==================== ahb2apb_bridge_p
Figure 1. Register map, names as in the netlist (ahb2apb_bridge_p).
Drawn at 2 px/um. Other sequential cells in the stronger gray, the rest of the logic in the fainter gray.
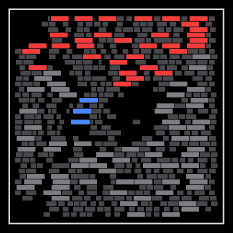

--- config.mk ---
export PLATFORM = sky130hd
export DESIGN_NAME = ahb2apb_bridge_p
export DESIGN_NICKNAME = d
export VERILOG_FILES = /design/src/rtl/ahb_apb_pkg.sv /design/src/rtl/apb_region_decoder.sv /design/src/rtl/ahb2apb_bridge_p.sv
export SDC_FILE = /design/constraint.sdc
export NUM_CORES = 1
export LEC_CHECK = 0
export CAP_MARGIN = 20
export CORE_MARGIN = 2
export CORE_UTILIZATION = 41
export DETAILED_ROUTE_END_ITERATION = 10
export PLACE_DENSITY = 0.93
export SLEW_MARGIN = 0
export SYNTH_ARGS = -nofsm -noshare
export SYNTH_HDL_FRONTEND = slang
export SYNTH_SLANG_ARGS = --single-unit
--- constraint.sdc ---
create_clock -name Hclk -period 1.8 [get_ports Hclk]
set_clock_uncertainty 0.2 [all_clocks]
set_input_delay 0.27 -clock Hclk [delete_from_list [all_inputs] [get_ports Hclk]]
set_output_delay 0.27 -clock Hclk [all_outputs]
set_load 0.03 [all_outputs]
--- src/rtl/ahb_apb_pkg.sv ---
// ---------------------------------------------------------------------------
// ahb_apb_pkg
// Shared encodings for the AHB-Lite to APB3 bridge: AHB transfer types,
// AHB response codes, the bridge FSM state set and a transfer-valid helper.
// No ports (package).
// ---------------------------------------------------------------------------
package ahb_apb_pkg;

    localparam logic [1:0] HTRANS_IDLE   = 2'b00;
    localparam logic [1:0] HTRANS_BUSY   = 2'b01;
    localparam logic [1:0] HTRANS_NONSEQ = 2'b10;
    localparam logic [1:0] HTRANS_SEQ    = 2'b11;

    localparam logic [1:0] HRESP_OKAY    = 2'b00;
    localparam logic [1:0] HRESP_ERROR   = 2'b01;

    // Completer index width; covers up to 16 APB completers.
    localparam int IDX_W = 4;

    typedef enum logic [2:0] {
        ST_IDLE   = 3'd0,
        ST_WDATA  = 3'd1,
        ST_SETUP  = 3'd2,
        ST_ACCESS = 3'd3,
        ST_DONE   = 3'd4,
        ST_ERR1   = 3'd5,
        ST_ERR2   = 3'd6
    } state_e;

    // NONSEQ and SEQ both have bit 1 set; IDLE and BUSY do not.
    function automatic logic xfer_valid(input logic [1:0] htrans, input logic hreadyin);
        return hreadyin & htrans[1];
    endfunction

endpackage

--- src/rtl/apb_region_decoder.sv ---
// ---------------------------------------------------------------------------
// apb_region_decoder
// Combinational address decoder: splits the APB window starting at BASE_ADDR
// into NUM_SLV regions of 2**REGION_LOG2 bytes each.
// Ports:
//   addr_i  in   ADDR_W  AHB address
//   idx_o   out  IDX_W   completer index (valid only when hit_o=1)
//   hit_o   out  1       address falls inside one of the NUM_SLV regions
// ---------------------------------------------------------------------------
module apb_region_decoder
    import ahb_apb_pkg::*;
#(
    parameter int unsigned             ADDR_W      = 32,
    parameter int unsigned             NUM_SLV     = 3,
    parameter logic [ADDR_W-1:0]       BASE_ADDR   = 32'h8000_0000,
    parameter int unsigned             REGION_LOG2 = 26
) (
    input  logic [ADDR_W-1:0] addr_i,
    output logic [IDX_W-1:0]  idx_o,
    output logic              hit_o
);

    logic [ADDR_W-1:0] offset;
    logic [ADDR_W-1:0] region;

    assign offset = addr_i - BASE_ADDR;
    assign region = offset >> REGION_LOG2;
    assign idx_o  = region[IDX_W-1:0];
    // The full-width region number is compared so addresses far above the
    // window never alias back onto a low index.
    assign hit_o  = (addr_i >= BASE_ADDR) && (region < ADDR_W'(NUM_SLV));

endmodule

--- src/rtl/ahb2apb_bridge_p.sv ---
// ---------------------------------------------------------------------------
// ahb2apb_bridge_p
// AHB-Lite slave to APB3 bridge with NUM_SLV completers, PREADY wait states,
// PSLVERR and optional ACCESS watchdog mapped onto the two-cycle AHB ERROR.
// Ports:
//   Hclk, Hresetn               clock / async active-low reset
//   Htrans, Hwrite, Hreadyin,
//   Haddr, Hwdata               AHB request inputs
//   Hrdata, Hreadyout, Hresp    AHB response outputs
//   Psel, Penable, Pwrite,
//   Paddr, Pwdata               APB request outputs
//   Prdata, Pready, Pslverr     APB response inputs (Prdata muxed externally)
//   dbg_state_o                 current FSM state (ahb_apb_pkg::state_e)
// Handshake: an AHB transfer is accepted on a rising edge where Hreadyout=1,
// Hreadyin=1 and Htrans is NONSEQ/SEQ; an APB access completes on a rising
// edge where Psel/Penable are high and Pready=1.
// ---------------------------------------------------------------------------
module ahb2apb_bridge_p
    import ahb_apb_pkg::*;
#(
    parameter int unsigned       ADDR_W      = 32,
    parameter int unsigned       DATA_W      = 32,
    parameter int unsigned       NUM_SLV     = 3,
    parameter logic [ADDR_W-1:0] BASE_ADDR   = 32'h8000_0000,
    parameter int unsigned       REGION_LOG2 = 26,
    parameter int unsigned       TIMEOUT     = 0
) (
    input  logic                Hclk,
    input  logic                Hresetn,
    input  logic [1:0]          Htrans,
    input  logic                Hwrite,
    input  logic                Hreadyin,
    input  logic [ADDR_W-1:0]   Haddr,
    input  logic [DATA_W-1:0]   Hwdata,
    output logic [DATA_W-1:0]   Hrdata,
    output logic                Hreadyout,
    output logic [1:0]          Hresp,
    output logic [NUM_SLV-1:0]  Psel,
    output logic                Penable,
    output logic                Pwrite,
    output logic [ADDR_W-1:0]   Paddr,
    output logic [DATA_W-1:0]   Pwdata,
    input  logic [DATA_W-1:0]   Prdata,
    input  logic                Pready,
    input  logic                Pslverr,
    output logic [2:0]          dbg_state_o
);

    localparam int WD_W = (TIMEOUT > 1) ? $clog2(TIMEOUT) : 1;

    state_e              state_q, state_d;
    logic [ADDR_W-1:0]   addr_q;
    logic                write_q;
    logic [IDX_W-1:0]    idx_q;
    logic [DATA_W-1:0]   wdata_q;
    logic [DATA_W-1:0]   rdata_q;
    logic [WD_W-1:0]     wdog_q, wdog_d;

    logic                dec_hit;
    logic [IDX_W-1:0]    dec_idx;
    logic                ready_phase;
    logic                sample;
    logic                timeout_hit;
    logic [NUM_SLV-1:0]  sel_onehot;

    apb_region_decoder #(
        .ADDR_W      (ADDR_W),
        .NUM_SLV     (NUM_SLV),
        .BASE_ADDR   (BASE_ADDR),
        .REGION_LOG2 (REGION_LOG2)
    ) u_dec (
        .addr_i (Haddr),
        .idx_o  (dec_idx),
        .hit_o  (dec_hit)
    );

    // The bridge only looks at the address phase while it is itself ready.
    assign ready_phase = (state_q == ST_IDLE) || (state_q == ST_DONE) || (state_q == ST_ERR2);
    assign sample      = ready_phase && xfer_valid(Htrans, Hreadyin);
    // wdog_q counts completed not-ready ACCESS cycles, so the abort fires on
    // the TIMEOUT-th one.
    assign timeout_hit = (TIMEOUT != 0) && (wdog_q == WD_W'(TIMEOUT - 1));
    assign sel_onehot  = NUM_SLV'(1) << idx_q;

    always_comb begin
        state_d = state_q;
        wdog_d  = wdog_q;
        unique case (state_q)
            ST_IDLE, ST_DONE, ST_ERR2: begin
                if (sample) begin
                    if (!dec_hit)    state_d = ST_ERR1;
                    else if (Hwrite) state_d = ST_WDATA;
                    else             state_d = ST_SETUP;
                end else begin
                    state_d = ST_IDLE;
                end
            end
            ST_WDATA: state_d = ST_SETUP;
            ST_SETUP: begin
                state_d = ST_ACCESS;
                wdog_d  = '0;
            end
            ST_ACCESS: begin
                if (Pready)           state_d = Pslverr ? ST_ERR1 : ST_DONE;
                else if (timeout_hit) state_d = ST_ERR1;
                else                  wdog_d  = wdog_q + WD_W'(1);
            end
            ST_ERR1: state_d = ST_ERR2;
            default: state_d = ST_IDLE;
        endcase
    end

    always_ff @(posedge Hclk or negedge Hresetn) begin
        if (!Hresetn) begin
            state_q <= ST_IDLE;
            addr_q  <= '0;
            write_q <= 1'b0;
            idx_q   <= '0;
            wdata_q <= '0;
            rdata_q <= '0;
            wdog_q  <= '0;
        end else begin
            state_q <= state_d;
            wdog_q  <= wdog_d;
            if (sample) begin
                addr_q  <= Haddr;
                write_q <= Hwrite;
                idx_q   <= dec_idx;
            end
            // Hwdata belongs to the data phase, i.e. the cycle after sampling.
            if (state_q == ST_WDATA) begin
                wdata_q <= Hwdata;
            end
            if ((state_q == ST_ACCESS) && Pready && !Pslverr && !write_q) begin
                rdata_q <= Prdata;
            end
        end
    end

    // Bus outputs decode straight from state so reset drops them at once.
    always_comb begin
        Hreadyout   = ready_phase;
        Hresp       = ((state_q == ST_ERR1) || (state_q == ST_ERR2)) ? HRESP_ERROR : HRESP_OKAY;
        Psel        = ((state_q == ST_SETUP) || (state_q == ST_ACCESS)) ? sel_onehot : '0;
        Penable     = (state_q == ST_ACCESS);
        Pwrite      = write_q;
        Paddr       = addr_q;
        Pwdata      = wdata_q;
        Hrdata      = rdata_q;
        dbg_state_o = state_q;
    end

endmodule

==================== mfp_uart_transmitter
### src/rtl/mfp_uart_transmitter.sv
// mfp_uart_transmitter: FIFO-buffered UART transmitter, 8N1 frames, 8E1 when MFP_UART_TX_PARITY_EN is defined
module mfp_uart_transmitter #(
  parameter int clock_frequency = 50000000,
  parameter int baud_rate       = 115200,
  parameter int fifo_depth_log2 = 2
) (
  input  logic       clock,
  input  logic       reset_n,
  input  logic [7:0] byte_data,
  input  logic       byte_valid,
  output logic       byte_ready,
  output logic       tx,
  output logic       busy
);
  localparam int cycles = clock_frequency / baud_rate;
  localparam int cw = $clog2(cycles);
  localparam int aw = fifo_depth_log2;
  localparam logic [cw-1:0] cnt_max = cw'(cycles - 1);
  typedef enum logic [2:0] {
    IDLE,
    START,
    DATA,
`ifdef MFP_UART_TX_PARITY_EN
    PARITY,
`endif
    STOP
  } state_t;
  state_t state_q, state_d;
  logic [7:0] mem_q [0:(1<<aw)-1];
  logic [aw:0] wptr_q, wptr_d, rptr_q, rptr_d;
  logic [cw-1:0] cnt_q, cnt_d;
  logic [2:0] bit_q, bit_d;
  logic [7:0] shift_q, shift_d;
  logic tx_q, tx_d, busy_q, busy_d;
`ifdef MFP_UART_TX_PARITY_EN
  logic par_q, par_d;
`endif
  logic empty, full, push, pop, sym_end;
  assign empty = wptr_q == rptr_q;
  assign full = (wptr_q[aw] != rptr_q[aw]) && (wptr_q[aw-1:0] == rptr_q[aw-1:0]);
  assign byte_ready = !full;
  assign push = byte_valid & !full;
  assign sym_end = cnt_q == '0;
  assign tx = tx_q;
  assign busy = busy_q;
  // Next-state: the counter sits at 0 in IDLE, so a symbol boundary is any cycle with cnt 0 that leads to a non-IDLE state
  always_comb begin
    state_d = state_q;
    cnt_d = sym_end ? cnt_q : cnt_q - 1'b1;
    bit_d = bit_q;
    shift_d = shift_q;
    pop = 1'b0;
`ifdef MFP_UART_TX_PARITY_EN
    par_d = par_q;
`endif
    case (state_q)
      IDLE: pop = !empty;
      START: if (sym_end) begin
        state_d = DATA;
        bit_d = '0;
      end
      DATA: if (sym_end) begin
        shift_d = shift_q >> 1;
        bit_d = bit_q + 1'b1;
`ifdef MFP_UART_TX_PARITY_EN
        state_d = (bit_q == 3'd7) ? PARITY : DATA;
`else
        state_d = (bit_q == 3'd7) ? STOP : DATA;
`endif
      end
`ifdef MFP_UART_TX_PARITY_EN
      PARITY: if (sym_end) state_d = STOP;
`endif
      STOP: if (sym_end) begin
        pop = !empty;
        state_d = IDLE;
      end
      default: state_d = IDLE;
    endcase
    if (pop) begin
      state_d = START;
      shift_d = mem_q[rptr_q[aw-1:0]];
`ifdef MFP_UART_TX_PARITY_EN
      par_d = ^mem_q[rptr_q[aw-1:0]];
`endif
    end
    if (sym_end && state_d != IDLE) cnt_d = cnt_max;
    wptr_d = wptr_q + {{aw{1'b0}}, push};
    rptr_d = rptr_q + {{aw{1'b0}}, pop};
    busy_d = (state_d != IDLE) || (wptr_d != rptr_d);
    tx_d = (state_d == START) ? 1'b0 :
           (state_d == DATA) ? shift_d[0] :
`ifdef MFP_UART_TX_PARITY_EN
           (state_d == PARITY) ? par_d :
`endif
           1'b1;
  end
  // State, line and FIFO pointer registers with synchronous active-low reset
  always_ff @(posedge clock) begin
    if (!reset_n) begin
      state_q <= IDLE;
      cnt_q <= '0;
      bit_q <= '0;
      shift_q <= '0;
      tx_q <= 1'b1;
      busy_q <= 1'b0;
      wptr_q <= '0;
      rptr_q <= '0;
`ifdef MFP_UART_TX_PARITY_EN
      par_q <= 1'b0;
`endif
    end else begin
      state_q <= state_d;
      cnt_q <= cnt_d;
      bit_q <= bit_d;
      shift_q <= shift_d;
      tx_q <= tx_d;
      busy_q <= busy_d;
      wptr_q <= wptr_d;
      rptr_q <= rptr_d;
`ifdef MFP_UART_TX_PARITY_EN
      par_q <= par_d;
`endif
    end
  end
  // FIFO storage; contents need no reset since the pointers define validity
  always_ff @(posedge clock) begin
    if (push) mem_q[wptr_q[aw-1:0]] <= byte_data;
  end
endmodule

### config.mk
export PLATFORM = sky130hd
export DESIGN_NAME = mfp_uart_transmitter
export DESIGN_NICKNAME = d
export VERILOG_FILES = /design/src/rtl/mfp_uart_transmitter.sv
export SDC_FILE = /design/constraint.sdc
export NUM_CORES = 1
export LEC_CHECK = 0
export ABC_AREA = 1
export ABC_CLOCK_PERIOD_IN_PS = 2400
export CORE_ASPECT_RATIO = 1.2
export CORE_MARGIN = 2
export CORE_UTILIZATION = 25
export DETAILED_ROUTE_END_ITERATION = 10
export SYNTH_ARGS = -nofsm -noshare
export SYNTH_HDL_FRONTEND = slang
export SYNTH_SLANG_ARGS = --single-unit
### constraint.sdc
create_clock -name clock -period 2.4 [get_ports clock]
set_input_delay 0.6 -clock clock [delete_from_list [all_inputs] [get_ports clock]]
set_output_delay 0.6 -clock clock [all_outputs]
set_load 0.05 [all_outputs]
==================== breakout_ball_engine
### config.mk
export PLATFORM = sky130hd
export DESIGN_NAME = breakout_ball_engine
export DESIGN_NICKNAME = d
export VERILOG_FILES = /design/src/rtl/breakout_ball_engine.sv
export SDC_FILE = /design/constraint.sdc
export NUM_CORES = 1
export LEC_CHECK = 0
export CORE_MARGIN = 2
export CORE_UTILIZATION = 60
export CTS_CLUSTER_DIAMETER = 30
export DETAILED_ROUTE_END_ITERATION = 12
export PLACE_DENSITY = 0.93
export SLEW_MARGIN = 40
export SYNTH_ARGS = -nofsm -noshare
export SYNTH_HDL_FRONTEND = slang
export SYNTH_SLANG_ARGS = --single-unit
### constraint.sdc
create_clock -name sys_clk -period 7.95 [get_ports sys_clk]
set_clock_uncertainty 0.05 [all_clocks]
set_input_delay 2.385 -clock sys_clk [delete_from_list [all_inputs] [get_ports sys_clk]]
set_output_delay 2.385 -clock sys_clk [all_outputs]
set_load 0.01 [all_outputs]
### src/rtl/breakout_ball_engine.sv
// ---------------------------------------------------------------------------
// breakout_ball_engine
//
// Ball / brick / score engine for the breakout game. Once per accepted
// frame_tick it runs a three-step update (idle -> move -> collide):
// the ball is moved and wall-reflected, then tested against the brick
// field, the paddle and the floor. It reports win/lose pulses to the game
// FSM and exports the ball position and brick map for the renderer.
//
// Ports:
//   sys_clk     system clock
//   sys_rst     asynchronous active-high reset
//   frame_tick  one-cycle pulse per video frame
//   game_state  00 IDLE, 01 PLAY, 10 WIN, 11 END (updates only run in PLAY)
//   game_reset  one-cycle synchronous pulse; restarts the round
//   paddle_x    paddle left edge
//   ball_x      ball left edge
//   ball_y      ball top edge
//   brick_map   bit i = brick i alive, i = row*BRICK_COLS + col
//   score       bricks cleared
//   lose_sig    one-cycle pulse when the ball reaches the floor
//   win_sig     one-cycle pulse when the last brick is cleared
// ---------------------------------------------------------------------------
module breakout_ball_engine #(
  parameter int SCR_W      = 640,
  parameter int SCR_H      = 480,
  parameter int BALL_SIZE  = 8,
  parameter int SPEED      = 2,
  parameter int START_X    = 316,
  parameter int START_Y    = 400,
  parameter int PADDLE_Y   = 440,
  parameter int PADDLE_W   = 80,
  parameter int BRICK_TOP  = 32,
  parameter int BRICK_W    = 64,
  parameter int BRICK_H    = 16,
  parameter int BRICK_COLS = 10,
  parameter int BRICK_ROWS = 4
) (
  input  logic                             sys_clk,
  input  logic                             sys_rst,
  input  logic                             frame_tick,
  input  logic [1:0]                       game_state,
  input  logic                             game_reset,
  input  logic [9:0]                       paddle_x,
  output logic [9:0]                       ball_x,
  output logic [9:0]                       ball_y,
  output logic [BRICK_ROWS*BRICK_COLS-1:0] brick_map,
  output logic [7:0]                       score,
  output logic                             lose_sig,
  output logic                             win_sig
);

  localparam int N_BRICKS = BRICK_ROWS * BRICK_COLS;
  // Brick dimensions are powers of two, so row/col come from plain shifts.
  localparam int H_SHIFT  = $clog2(BRICK_H);
  localparam int W_SHIFT  = $clog2(BRICK_W);

  localparam logic [1:0] U_IDLE  = 2'd0;
  localparam logic [1:0] U_MOVE  = 2'd1;
  localparam logic [1:0] U_COLL  = 2'd2;
  localparam logic [1:0] GS_PLAY = 2'b01;

  logic [1:0]          state_reg;
  logic [9:0]          ball_x_reg;
  logic [9:0]          ball_y_reg;
  logic                dx_reg;        // 1 = moving right, 0 = moving left
  logic                dy_reg;        // 1 = moving down,  0 = moving up
  logic [N_BRICKS-1:0] brick_map_reg;
  logic [7:0]          score_reg;
  logic                lose_reg;
  logic                win_reg;
  logic                done_reg;

  // 11-bit copies so that "position + size" sums never wrap.
  logic [10:0] bx_ext;
  logic [10:0] by_ext;
  logic [10:0] pad_ext;

  assign bx_ext  = {1'b0, ball_x_reg};
  assign by_ext  = {1'b0, ball_y_reg};
  assign pad_ext = {1'b0, paddle_x};

  // -------------------------------------------------------------------------
  // Move step: next position and direction with wall reflection.
  // -------------------------------------------------------------------------
  logic [9:0] move_x_next;
  logic [9:0] move_y_next;
  logic       move_dx_next;
  logic       move_dy_next;

  always_comb begin
    move_x_next  = ball_x_reg;
    move_y_next  = ball_y_reg;
    move_dx_next = dx_reg;
    move_dy_next = dy_reg;

    if (!dx_reg && (ball_x_reg < 10'(SPEED))) begin
      move_x_next  = '0;
      move_dx_next = 1'b1;
    end else if (dx_reg && ((bx_ext + 11'(SPEED + BALL_SIZE)) > 11'(SCR_W))) begin
      move_x_next  = 10'(SCR_W - BALL_SIZE);
      move_dx_next = 1'b0;
    end else if (dx_reg) begin
      move_x_next  = ball_x_reg + 10'(SPEED);
    end else begin
      move_x_next  = ball_x_reg - 10'(SPEED);
    end

    // Only the top wall reflects; the bottom is handled as the floor rule.
    if (!dy_reg && (ball_y_reg < 10'(SPEED))) begin
      move_y_next  = '0;
      move_dy_next = 1'b1;
    end else if (dy_reg) begin
      move_y_next  = ball_y_reg + 10'(SPEED);
    end else begin
      move_y_next  = ball_y_reg - 10'(SPEED);
    end
  end

  // -------------------------------------------------------------------------
  // Collision step: evaluated on the already-moved position.
  // -------------------------------------------------------------------------
  logic [10:0]         cx;
  logic [10:0]         cy;
  logic [10:0]         row_idx;
  logic [10:0]         col_idx;
  logic                in_field;
  logic [N_BRICKS-1:0] hit_vec;
  logic [N_BRICKS-1:0] bricks_after_next;
  logic                brick_hit;
  logic                paddle_hit;
  logic                floor_hit;

  assign cx = bx_ext + 11'(BALL_SIZE / 2);
  assign cy = by_ext + 11'(BALL_SIZE / 2);

  assign in_field = (cy >= 11'(BRICK_TOP)) &&
                    (cy <  11'(BRICK_TOP + BRICK_ROWS * BRICK_H)) &&
                    (cx <  11'(BRICK_COLS * BRICK_W));

  // row_idx is only meaningful inside the field; in_field gates every use.
  assign row_idx = (cy - 11'(BRICK_TOP)) >> H_SHIFT;
  assign col_idx = cx >> W_SHIFT;

  // One-hot decode of the brick under the ball centre.
  genvar gi;
  generate
    for (gi = 0; gi < N_BRICKS; gi++) begin : g_hit
      assign hit_vec[gi] = in_field &&
                           (row_idx == 11'(gi / BRICK_COLS)) &&
                           (col_idx == 11'(gi % BRICK_COLS));
    end
  endgenerate

  assign brick_hit         = |(hit_vec & brick_map_reg);
  assign bricks_after_next = brick_map_reg & ~hit_vec;

  assign paddle_hit = dy_reg &&
                      ((by_ext + 11'(BALL_SIZE)) >= 11'(PADDLE_Y)) &&
                      (by_ext < 11'(PADDLE_Y)) &&
                      ((bx_ext + 11'(BALL_SIZE)) > pad_ext) &&
                      (bx_ext < (pad_ext + 11'(PADDLE_W)));

  assign floor_hit = (by_ext + 11'(BALL_SIZE)) >= 11'(SCR_H);

  // -------------------------------------------------------------------------
  // State registers
  // -------------------------------------------------------------------------
  always_ff @(posedge sys_clk or posedge sys_rst) begin
    if (sys_rst) begin
      state_reg     <= U_IDLE;
      ball_x_reg    <= 10'(START_X);
      ball_y_reg    <= 10'(START_Y);
      dx_reg        <= 1'b1;
      dy_reg        <= 1'b0;
      brick_map_reg <= '1;
      score_reg     <= '0;
      lose_reg      <= 1'b0;
      win_reg       <= 1'b0;
      done_reg      <= 1'b0;
    end else begin
      // Pulses last exactly one cycle unless re-armed below.
      lose_reg <= 1'b0;
      win_reg  <= 1'b0;
      if (game_reset) begin
        // Aborts any update in flight.
        state_reg     <= U_IDLE;
        ball_x_reg    <= 10'(START_X);
        ball_y_reg    <= 10'(START_Y);
        dx_reg        <= 1'b1;
        dy_reg        <= 1'b0;
        brick_map_reg <= '1;
        score_reg     <= '0;
        done_reg      <= 1'b0;
      end else begin
        case (state_reg)
          U_IDLE: begin
            if (frame_tick && (game_state == GS_PLAY) && !done_reg) begin
              state_reg <= U_MOVE;
            end
          end
          U_MOVE: begin
            ball_x_reg <= move_x_next;
            ball_y_reg <= move_y_next;
            dx_reg     <= move_dx_next;
            dy_reg     <= move_dy_next;
            state_reg  <= U_COLL;
          end
          U_COLL: begin
            state_reg <= U_IDLE;
            if (brick_hit) begin
              brick_map_reg <= bricks_after_next;
              score_reg     <= score_reg + 8'd1;
              dy_reg        <= ~dy_reg;
              if (bricks_after_next == '0) begin
                win_reg  <= 1'b1;
                done_reg <= 1'b1;
              end
            end else if (paddle_hit) begin
              dy_reg     <= 1'b0;
              ball_y_reg <= 10'(PADDLE_Y - BALL_SIZE);
            end else if (floor_hit) begin
              lose_reg <= 1'b1;
              done_reg <= 1'b1;
            end
          end
          default: state_reg <= U_IDLE;
        endcase
      end
    end
  end

  assign ball_x    = ball_x_reg;
  assign ball_y    = ball_y_reg;
  assign brick_map = brick_map_reg;
  assign score     = score_reg;
  assign lose_sig  = lose_reg;
  assign win_sig   = win_reg;

endmodule
==================== wb_arbiter
File: src/rtl/wb_arbiter_pkg.sv
// Shared definitions for the writeback arbiter: default widths and source IDs.
package wb_arbiter_pkg;

    localparam int DATA_W_DEF = 64;
    localparam int ADDR_W_DEF = 6;

    typedef enum logic {
        SRC_ALU = 1'b0,
        SRC_MEM = 1'b1
    } src_e;

endpackage

File: src/rtl/wb_fifo.sv
// Per-source writeback buffer: DEPTH-entry FIFO with registered occupancy.
// ready is derived from the occupancy register only, so it never depends on push.
module wb_fifo #(
    parameter int WIDTH = 70,
    parameter int DEPTH = 2
) (
    input  logic             clk,
    input  logic             rst,
    input  logic             push,
    input  logic [WIDTH-1:0] push_data,
    input  logic             pop,
    output logic [WIDTH-1:0] head,
    output logic             empty,
    output logic             ready
);

    localparam int PTR_W = (DEPTH > 1) ? $clog2(DEPTH) : 1;
    localparam int CNT_W = $clog2(DEPTH + 1);

    logic [WIDTH-1:0] entries [DEPTH];
    logic [PTR_W-1:0] wr_ptr;
    logic [PTR_W-1:0] rd_ptr;
    logic [CNT_W-1:0] count;
    logic             do_push;
    logic             do_pop;

    assign ready   = (count < CNT_W'(DEPTH));
    assign empty   = (count == '0);
    assign do_push = push && ready;
    assign do_pop  = pop && !empty;
    assign head    = entries[rd_ptr];

    // DEPTH is a power of two, so pointer overflow is the modulo wrap.
    always_ff @(posedge clk or posedge rst) begin
        if (rst) begin
            wr_ptr <= '0;
            rd_ptr <= '0;
            count  <= '0;
        end else begin
            if (do_push) wr_ptr <= wr_ptr + PTR_W'(1);
            if (do_pop)  rd_ptr <= rd_ptr + PTR_W'(1);
            case ({do_push, do_pop})
                2'b10:   count <= count + CNT_W'(1);
                2'b01:   count <= count - CNT_W'(1);
                default: count <= count;
            endcase
        end
    end

    always_ff @(posedge clk) begin
        if (do_push) entries[wr_ptr] <= push_data;
    end

endmodule

File: src/rtl/wb_arbiter.sv
// Writeback arbiter: buffers ALU and load results and issues one register-file
// write per cycle. Define WB_RR_EN for round-robin on contention (default: mem wins).
module wb_arbiter
    import wb_arbiter_pkg::*;
#(
    parameter int DATA_W = DATA_W_DEF,
    parameter int ADDR_W = ADDR_W_DEF,
    parameter int DEPTH  = 2
) (
    input  logic              clk,
    input  logic              rst,
    input  logic              alu_valid,
    input  logic [ADDR_W-1:0] alu_rd,
    input  logic [DATA_W-1:0] alu_data,
    output logic              alu_ready,
    input  logic              mem_valid,
    input  logic [ADDR_W-1:0] mem_rd,
    input  logic [DATA_W-1:0] mem_data,
    output logic              mem_ready,
    output logic              RegWrite,
    output logic [ADDR_W-1:0] rd,
    output logic [DATA_W-1:0] wrt_data
);

    localparam int ENTRY_W = ADDR_W + DATA_W;

    logic [ENTRY_W-1:0] alu_head;
    logic [ENTRY_W-1:0] mem_head;
    logic [ENTRY_W-1:0] sel_head;
    logic [ADDR_W-1:0]  sel_rd;
    logic [DATA_W-1:0]  sel_data;
    logic               alu_empty;
    logic               mem_empty;
    logic               alu_pop;
    logic               mem_pop;
    logic               any_pending;
    logic               contended;
    src_e               grant;

    wb_fifo #(.WIDTH(ENTRY_W), .DEPTH(DEPTH)) u_alu_fifo (
        .clk       (clk),
        .rst       (rst),
        .push      (alu_valid),
        .push_data ({alu_rd, alu_data}),
        .pop       (alu_pop),
        .head      (alu_head),
        .empty     (alu_empty),
        .ready     (alu_ready)
    );

    wb_fifo #(.WIDTH(ENTRY_W), .DEPTH(DEPTH)) u_mem_fifo (
        .clk       (clk),
        .rst       (rst),
        .push      (mem_valid),
        .push_data ({mem_rd, mem_data}),
        .pop       (mem_pop),
        .head      (mem_head),
        .empty     (mem_empty),
        .ready     (mem_ready)
    );

    assign any_pending = !alu_empty || !mem_empty;
    assign contended   = !alu_empty && !mem_empty;

`ifdef WB_RR_EN
    src_e last_grant;

    // Starts at ALU so the first contended grant goes to mem.
    always_ff @(posedge clk or posedge rst) begin
        if (rst)            last_grant <= SRC_ALU;
        else if (contended) last_grant <= grant;
    end
`endif

    always_comb begin
        grant = SRC_MEM;
        if (contended) begin
`ifdef WB_RR_EN
            grant = (last_grant == SRC_ALU) ? SRC_MEM : SRC_ALU;
`else
            grant = SRC_MEM;
`endif
        end else if (!alu_empty) begin
            grant = SRC_ALU;
        end
    end

    assign alu_pop  = any_pending && (grant == SRC_ALU);
    assign mem_pop  = any_pending && (grant == SRC_MEM);
    assign sel_head = (grant == SRC_ALU) ? alu_head : mem_head;
    assign sel_rd   = sel_head[ENTRY_W-1:DATA_W];
    assign sel_data = sel_head[DATA_W-1:0];

    // Entries targeting register 0 are drained silently.
    always_ff @(posedge clk or posedge rst) begin
        if (rst) begin
            RegWrite <= 1'b0;
            rd       <= '0;
            wrt_data <= '0;
        end else if (any_pending) begin
            if (sel_rd != '0) begin
                RegWrite <= 1'b1;
                rd       <= sel_rd;
                wrt_data <= sel_data;
            end else begin
                RegWrite <= 1'b0;
                rd       <= '0;
                wrt_data <= '0;
            end
        end else begin
            RegWrite <= 1'b0;
        end
    end

endmodule

File: config.mk
export PLATFORM = sky130hd
export DESIGN_NAME = wb_arbiter
export DESIGN_NICKNAME = d
export VERILOG_FILES = /design/src/rtl/wb_arbiter_pkg.sv /design/src/rtl/wb_fifo.sv /design/src/rtl/wb_arbiter.sv
export SDC_FILE = /design/constraint.sdc
export NUM_CORES = 1
export LEC_CHECK = 0
export CAP_MARGIN = 20
export CORE_AREA = 2 2 176 178
export CTS_BUF_LIST = sky130_fd_sc_hd__clkbuf_16
export DETAILED_ROUTE_END_ITERATION = 10
export DIE_AREA = 0 0 178 180
export GPL_ROUTABILITY_DRIVEN = 0
export PLACE_DENSITY = 0.83
export SYNTH_ARGS = -nofsm -noshare
export SYNTH_HDL_FRONTEND = slang
export SYNTH_SLANG_ARGS = --single-unit
File: constraint.sdc
create_clock -name clk -period 9.8 [get_ports clk]
set_input_delay 1.96 -clock clk [delete_from_list [all_inputs] [get_ports clk]]
set_output_delay 1.96 -clock clk [all_outputs]
set_load 0.03 [all_outputs]
Figure 2. Register map, names as in the netlist (breakout_ball_engine).
Drawn at 3 px/um. Other sequential cells in the stronger gray, the rest of the logic in the fainter gray.
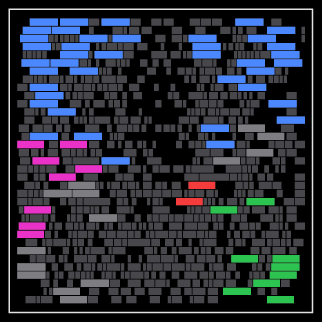
Key: `brick_map` = blue [flops 40]; `score` = magenta [flops 8, where left middle]; `state_reg` = red [flops 2]; `ball_y` = green [flops 9, where bottom right]

==> results.sh, breakout_ball_engine <==
# yosys + openroad results
export IMPL_area_share_nonclk_buffers_pct=12.9
export IMPL_result_of_the_run="finished clean"
export IMPL_timing_hold_worst_endpoint="brick_map[35]"
export IMPL_antenna_violating_nets_post_route=0
export IMPL_min_path_cells=2
export IMPL_clkPwrFrac_pct=35.2
export IMPL_route_met2_wl_um=8140
export IMPL_clkTransAtPathRegs_ns=0.08
export IMPL_post_synth_num_cell_types=80
export IMPL_ys_sh_simple_pct=21.4
export IMPL_cp_required_ns=8.12
export IMPL_row_count=35
export IMPL_total_of_clock_buffers_placed_in_the_layout=12
export IMPL_post_synth_ao_oa_area_fraction_pct=28.2
export IMPL_place_detailed_instances=839
-- breakout_ball_engine: critical path, stage by stage --
cell             delay (ns)
clkdlybuf4s50_1        0.47
ha_1                   0.31
inv_1                  0.05
ha_1                   0.28
a2111oi_0              0.39
a21oi_1                0.11
nor3_1                 0.16
o211ai_1               0.14
o21a_1                 0.33
o21ai_0                0.22
o31ai_1                0.09
-- breakout_ball_engine: layout by cell type, fill, tap and decap left out, types with 8 or more instances in the layout --
cell | synthesis | routed
ha_1 | 30 | 30
clkdlybuf4s50_1 | 0 | 83
a22oi_1 | 12 | 12
o21ai_0 | 66 | 66
nor2_1 | 68 | 66
inv_1 | 35 | 34
clkbuf_8 | 0 | 9
dfrtp_1 | 24 | 24
and2_1 | 8 | 8
o31ai_1 | 12 | 12
nand2b_1 | 8 | 8
a21oi_1 | 42 | 42
dfstp_2 | 49 | 49
nand4_1 | 13 | 13
a31oi_1 | 10 | 10
nand3_1 | 23 | 23
nand2_1 | 63 | 63
xnor2_1 | 12 | 12
nor3_1 | 12 | 11
-- breakout_ball_engine: metal layers --
metal / up-vias / global-route usage, %
li1: 2618 / -
met1: 2771 / 53.2
met2: 411 / 55.6
met3: 47 / 8.39
met4: 0 / 11.1
met5: - / 0
Figure 3. Clock wiring as the flow saved it (ahb2apb_bridge_p).
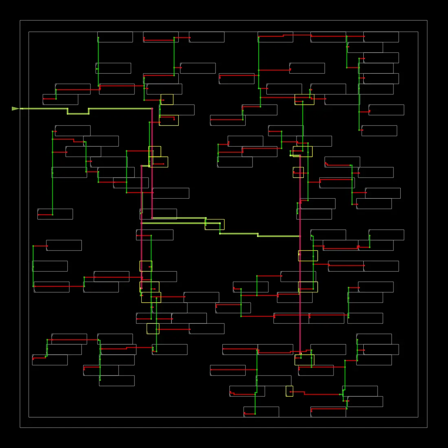
Num CTS Buffers: 9
number of sequential cells: 100
power drawn by the clock network: 0.00135 W
sinks on the clock net: 100
Skew-Pair Late Insertion Delay: 0.35 ns

Figure 4. Port wiring (ahb2apb_bridge_p).
Drawn at 4 px/um.
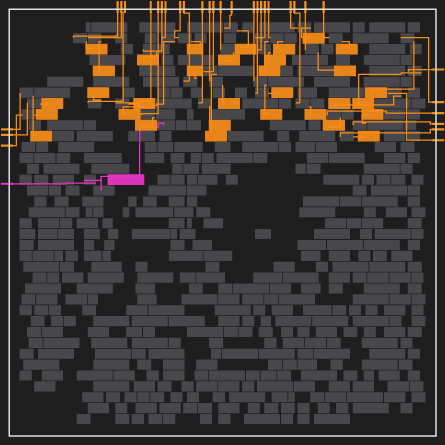
Key: `Prdata` = orange [bits 32, direction input, end cells 32, wire 778 um]; `Pwrite` = magenta [bits 1, direction output, end cells 1, wire 58.8 um]
count of boundary I/O pins: 211
number of buffer cells added on primary ports: 208

Notes on Figure 1 above:
Key: `dbg_state_o` = blue [flops 3]; `Hrdata` = red [flops 32]

==> results.sh, ahb2apb_bridge_p <==
# yosys + openroad results
export IMPL_result_of_the_run="complete, but fails checks"
export IMPL_violations="negative setup slack"
export IMPL_postLayoutSetupSlackWorst_ns=-0.0911
export IMPL_crit_path_max_fanout=4
export IMPL_fmax_mhz=529
export IMPL_yosys_stat_chipArea_sq_mm=0.00429
export IMPL_detailed_place_area_sq_mm=0.00660
export IMPL_openroad_warnings=29
export IMPL_logic_area_sq_mm=0.00172
export IMPL_report_final_setup_viol=22
export IMPL_synthMuxAreaShare_pct=33.1
export IMPL_slowest_stage="dfrtp_2"
export IMPL_avgSynthCellArea_sq_um=18.3
export IMPL_die_area_sq_mm=0.0113
export IMPL_seqCellArea_sq_mm=0.00251
export IMPL_synth_async_reset_ratio_pct=100
export IMPL_area_fraction_of_clock_buffers_and_clock_inverters_pct=2.67
ahb2apb_bridge_p: state kept, by name (all words and copies together), names as in the netlist:
name and flops:
Pwdata 32, dbg_state_o 3, Paddr 32, Hrdata 32, Pwrite 1
ahb2apb_bridge_p: worst max-delay path: cells and delay by family, from the launching register on:
kind | cells | cell delay [ns]
buf+inv | 1 | 0.13
simple gates | 2 | 0.49
flops | 1 | 0.45
ahb2apb_bridge_p: routing by layer:
metal | part of all wire [%] | vias up
met4 | 1.8 | 0
li1 | - | 1307
met3 | 6.3 | 15
met1 | 40 | 1457
met2 | 51 | 123
met5 | 0 | -
ahb2apb_bridge_p: power breakdown:
part           switching (W)  internal (W)
logic                0.00393       0.00365
clock network       0.000792      0.000553
registers           0.000695       0.00338
total                0.00542       0.00758
ahb2apb_bridge_p: repair_timing:
action,in CTS,in global routing
gates resized,116,15
endpoints found under the setup margin,105,59
cloned,0,4
pin swaps,2,2
endpoints found under the hold margin,100,0
setup buffers,9,1
hold buffers,1,0
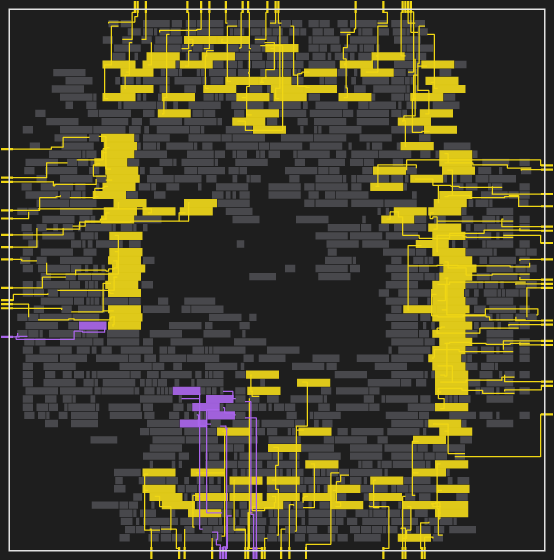
Figure 5: wb_arbiter, port wiring.
Drawn at 3 px/um.
Key: `rd` = purple [bits 6, direction output, end cells 6, wire 324 um]; `mem_data` = yellow [bits 64, direction input, end cells 128, wire 2,860 um]

==> results.sh, wb_arbiter <==
# yosys + openroad results
export IMPL_final_min_clock_period_ns=3.67
export IMPL_grt_pass1_vias=8086
export IMPL_worst_path_largest_cell_delay_ns=0.69
export IMPL_clkLatencyLatePin_ns=0.49
export IMPL_xor_xnor_share_pct=0.624
export IMPL_final_layout_top_logic_cell="edfxtp_1"
export IMPL_grt_pass1_wl_um=44900
export IMPL_cts_path_max_buffers=3
export IMPL_syn_num_nets=1015
export IMPL_final_max_slew_violation_count=0
export IMPL_total_grt_usage_pct=18.1
export IMPL_powerDensity_mw_per_mm2=311
export IMPL_result_of_the_run="finished clean"
export IMPL_critical_path_cell_sequence="inv_1 -> clkdlybuf4s50_1"
export IMPL_num_multi_input_gates=453
export IMPL_floorplanUtilization_pct=46.5
export IMPL_total_of_clock_buffers_placed_in_the_layout=37
-- wb_arbiter: power groups by stage --
stage | clock network, W | logic [W] | registers, W
finish | 0.00127 | 0.00193 | 0.00228
detailed placement | 0 | 0.00195 | 0.00232
global placement | 0 | 0.00190 | 0.00230
floorplan | 0 | 0.00108 | 0.00253
global route | 0.00136 | 0.00208 | 0.00233
CTS | 0.00130 | 0.00196 | 0.00229
-- wb_arbiter: sequential cells by signal, summed over array words and instances, names as in the netlist --
register / count
RegWrite: 1
rd: 6
u_mem_fifo.count: 2
u_mem_fifo.entries: 140
u_alu_fifo.wr_ptr: 1
u_alu_fifo.entries: 140
wrt_data: 64
u_mem_fifo.wr_ptr: 1
u_alu_fifo.rd_ptr: 1
u_alu_fifo.count: 2
u_mem_fifo.rd_ptr: 1
-- wb_arbiter: worst max-delay path: cells and delay by family, from the launching register on --
family / cells / cell delay [ns]
buf+inv: 2 / 0.82
flops: 1 / 0.40
-- wb_arbiter: metal layers --
layer  share of wire [%]  vias to the layer above  wire [um]  track usage (%)
met5               0.045                        -         13                0
met4                 3.0                        2        877             6.13
met3                 5.1                       61       1480             3.28
met2                  51                      240      14800             30.9
met1                  41                     3940      11900             23.3
li1                    -                     3674          -                -
Figure 6. Register map, names as in the netlist (mfp_uart_transmitter).
Drawn at 2 px/um. Other sequential cells in the stronger gray, the rest of the logic in the fainter gray.
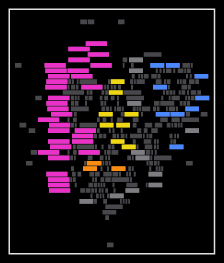
Key: `mem_q` = magenta [flops 32]; `shift_q` = yellow [flops 8, where middle]; `cnt_q` = blue [flops 9]; `rptr_q` = orange [flops 3]
Another 11 sequential cells are not colored.

==> results.sh, mfp_uart_transmitter <==
# yosys + openroad results
export IMPL_num_tap_cells=154
export IMPL_seqCellArea_sq_mm=0.00158
export IMPL_yosys_top_cells_area="edfxtp_1 (33%), dfxtp_1 (22%), nand2_1 (6.8%)"
export IMPL_floorplanUtilization_pct=25.8
export IMPL_cts_post_setup_buffers_inserted=0
export IMPL_synth_cells=303
export IMPL_yosysMostFrequentCell="nand2_1"
export IMPL_min_path_type="flip-flop to flip-flop"
export IMPL_fillers=1152
export IMPL_overall_die_height_um=122
export IMPL_tritoncts="done"
export IMPL_seq_cell_share_pct=45.0
export IMPL_total_of_clock_buffers_placed_in_the_layout=10
export IMPL_detailed_place_area_sq_mm=0.00322
export IMPL_core_area_sq_mm=0.0111
export IMPL_seqPwrFrac_pct=37.7
export IMPL_synth_async_reset_ratio_pct=0
export IMPL_crit_path_max_fanout=18
export IMPL_die_area_sq_mm=0.0124
export IMPL_result_of_the_run="finished clean"
export IMPL_final_max_slew_violation_count=0
export IMPL_mappedNetlistArea_sq_mm=0.00288
export IMPL_die_w_um=102
export IMPL_layout_non_clock_inverters=35
export IMPL_numClockSinks=63
export IMPL_route_met2_wl_um=2660
export IMPL_p_total_w=0.00356
export IMPL_largest_register_ffs=32
export IMPL_report_final_setup_viol=0
## mfp_uart_transmitter: per-layer routing
layer,up-vias,track usage [%]
met1,928,10.9
met3,9,2.42
met2,28,16.2
met4,0,5.42
li1,1056,-
met5,-,0
## mfp_uart_transmitter: tightest hold or removal path: stages (launching register included)
cell	delay (ns)
dfxtp_1	0.31
nand2_1	0.06
a21oi_1	0.05
## mfp_uart_transmitter: kinds of logic (layout without fill, tap and decap cells)
group | count (synthesis) | count (layout)
AND/OR/NAND/NOR | 122 | 122
adder cells (fa/ha/maj) | 7 | 7
XOR/XNOR | 6 | 6
AND-OR/OR-AND | 60 | 60
other | 1 | 1
buffers and inverters | 44 | 70
flip-flops | 63 | 63
## mfp_uart_transmitter: worst paths after layout
| check | from | end | slack, ns | cells past startpoint |
|---|---|---|---|---|
| max | rptr_q[0] | busy | 0.26 | 14 |
| min | bit_q[1] | bit_q[1] | 0.47 | 2 |
| max reg2reg | rptr_q[0] | busy | 0.26 | 14 |
| min reg2reg | bit_q[1] | bit_q[1] | 0.47 | 2 |

==> layout pictures side by side <==
Signal wires by layer.
(a)
Drawn at 2 px/um.
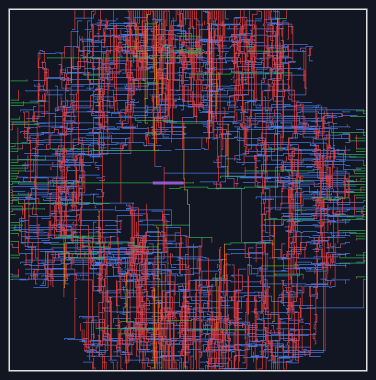
(b)
Drawn at 4 px/um.
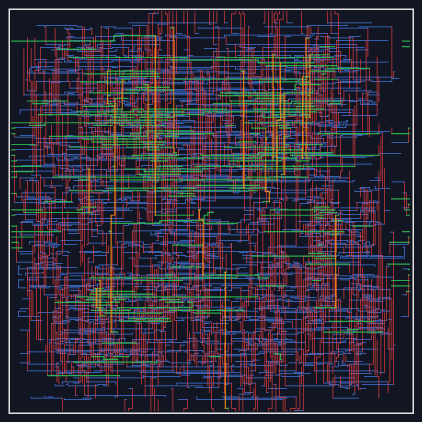
(c)
Drawn at 3 px/um.
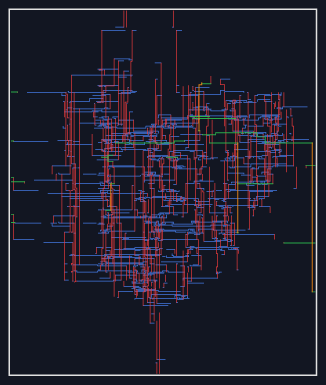
(d)
Drawn at 4 px/um.
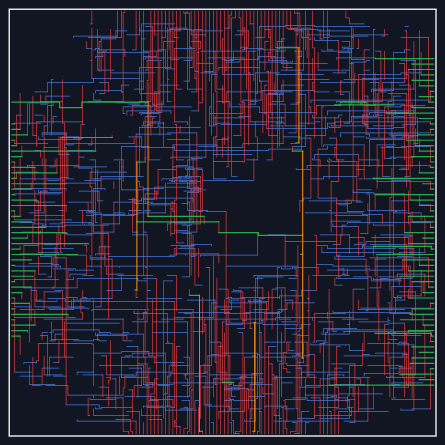
ahb2apb_bridge_p: (d)
breakout_ball_engine: (b)
wb_arbiter: (a)
mfp_uart_transmitter: (c)
Of these, largest die: (a)
Of these, most wire: (a)

Key to (c):
Key: met3 = green [wire length 147 um]; met2 = red [wire length 2,660 um]; met4 = orange [wire length 105 um]; met1 = blue [wire length 2,420 um]



==> notes/layouts.md <==
Pictures saved along the way, in no particular order.

Gate families picked out.
Plate I
Drawn at 2 px/um.
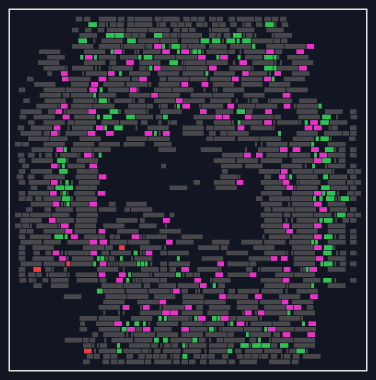
Plate II
Drawn at 4 px/um.
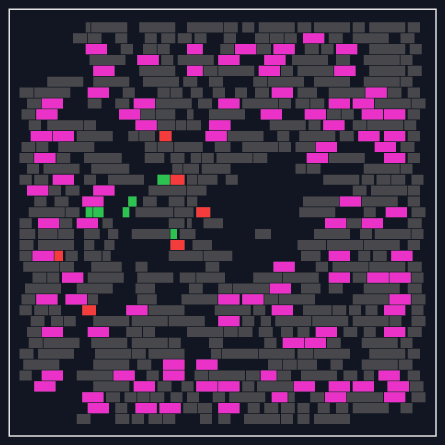
Plate III
Drawn at 3 px/um.
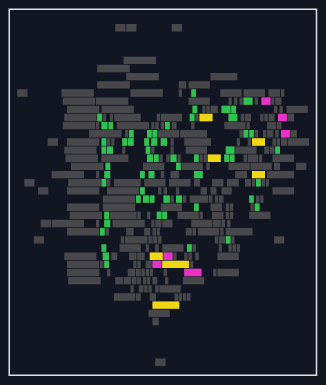
Plate IV
Drawn at 4 px/um.
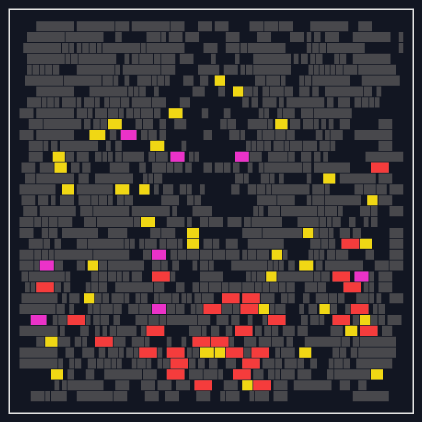
- largest die: Plate I
- most cells: Plate I
| from | picture |
|---|---|
| breakout_ball_engine | Plate IV |
| ahb2apb_bridge_p | Plate II |
| mfp_uart_transmitter | Plate III |
| wb_arbiter | Plate I |

Key to Plate IV:
Key: adder and majority cells = red [cells 30, most used ha_1]; AND-OR and OR-AND gates = yellow [cells 35]; multiplexers = magenta [cells 8, most used mux2i_1]


==> screenshots <==
Clock wiring as the flow saved it.
panel A
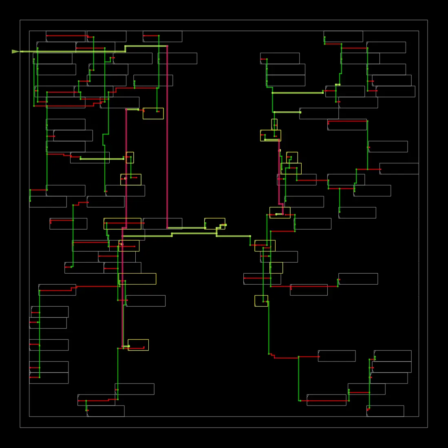
panel B
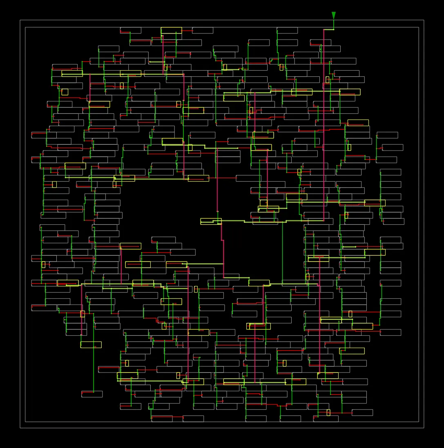
panel C
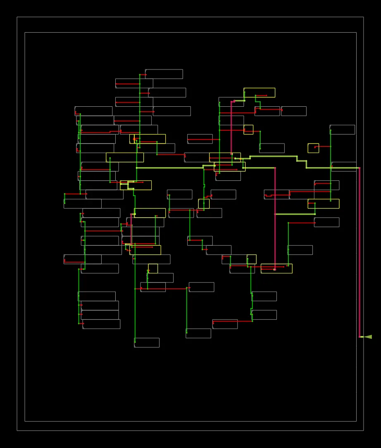
mfp_uart_transmitter is panel C.
wb_arbiter is panel B.
breakout_ball_engine is panel A.
- most sequential cells: panel B
- most clock buffers: panel B

Power is estimated from default activity; no workload was simulated.
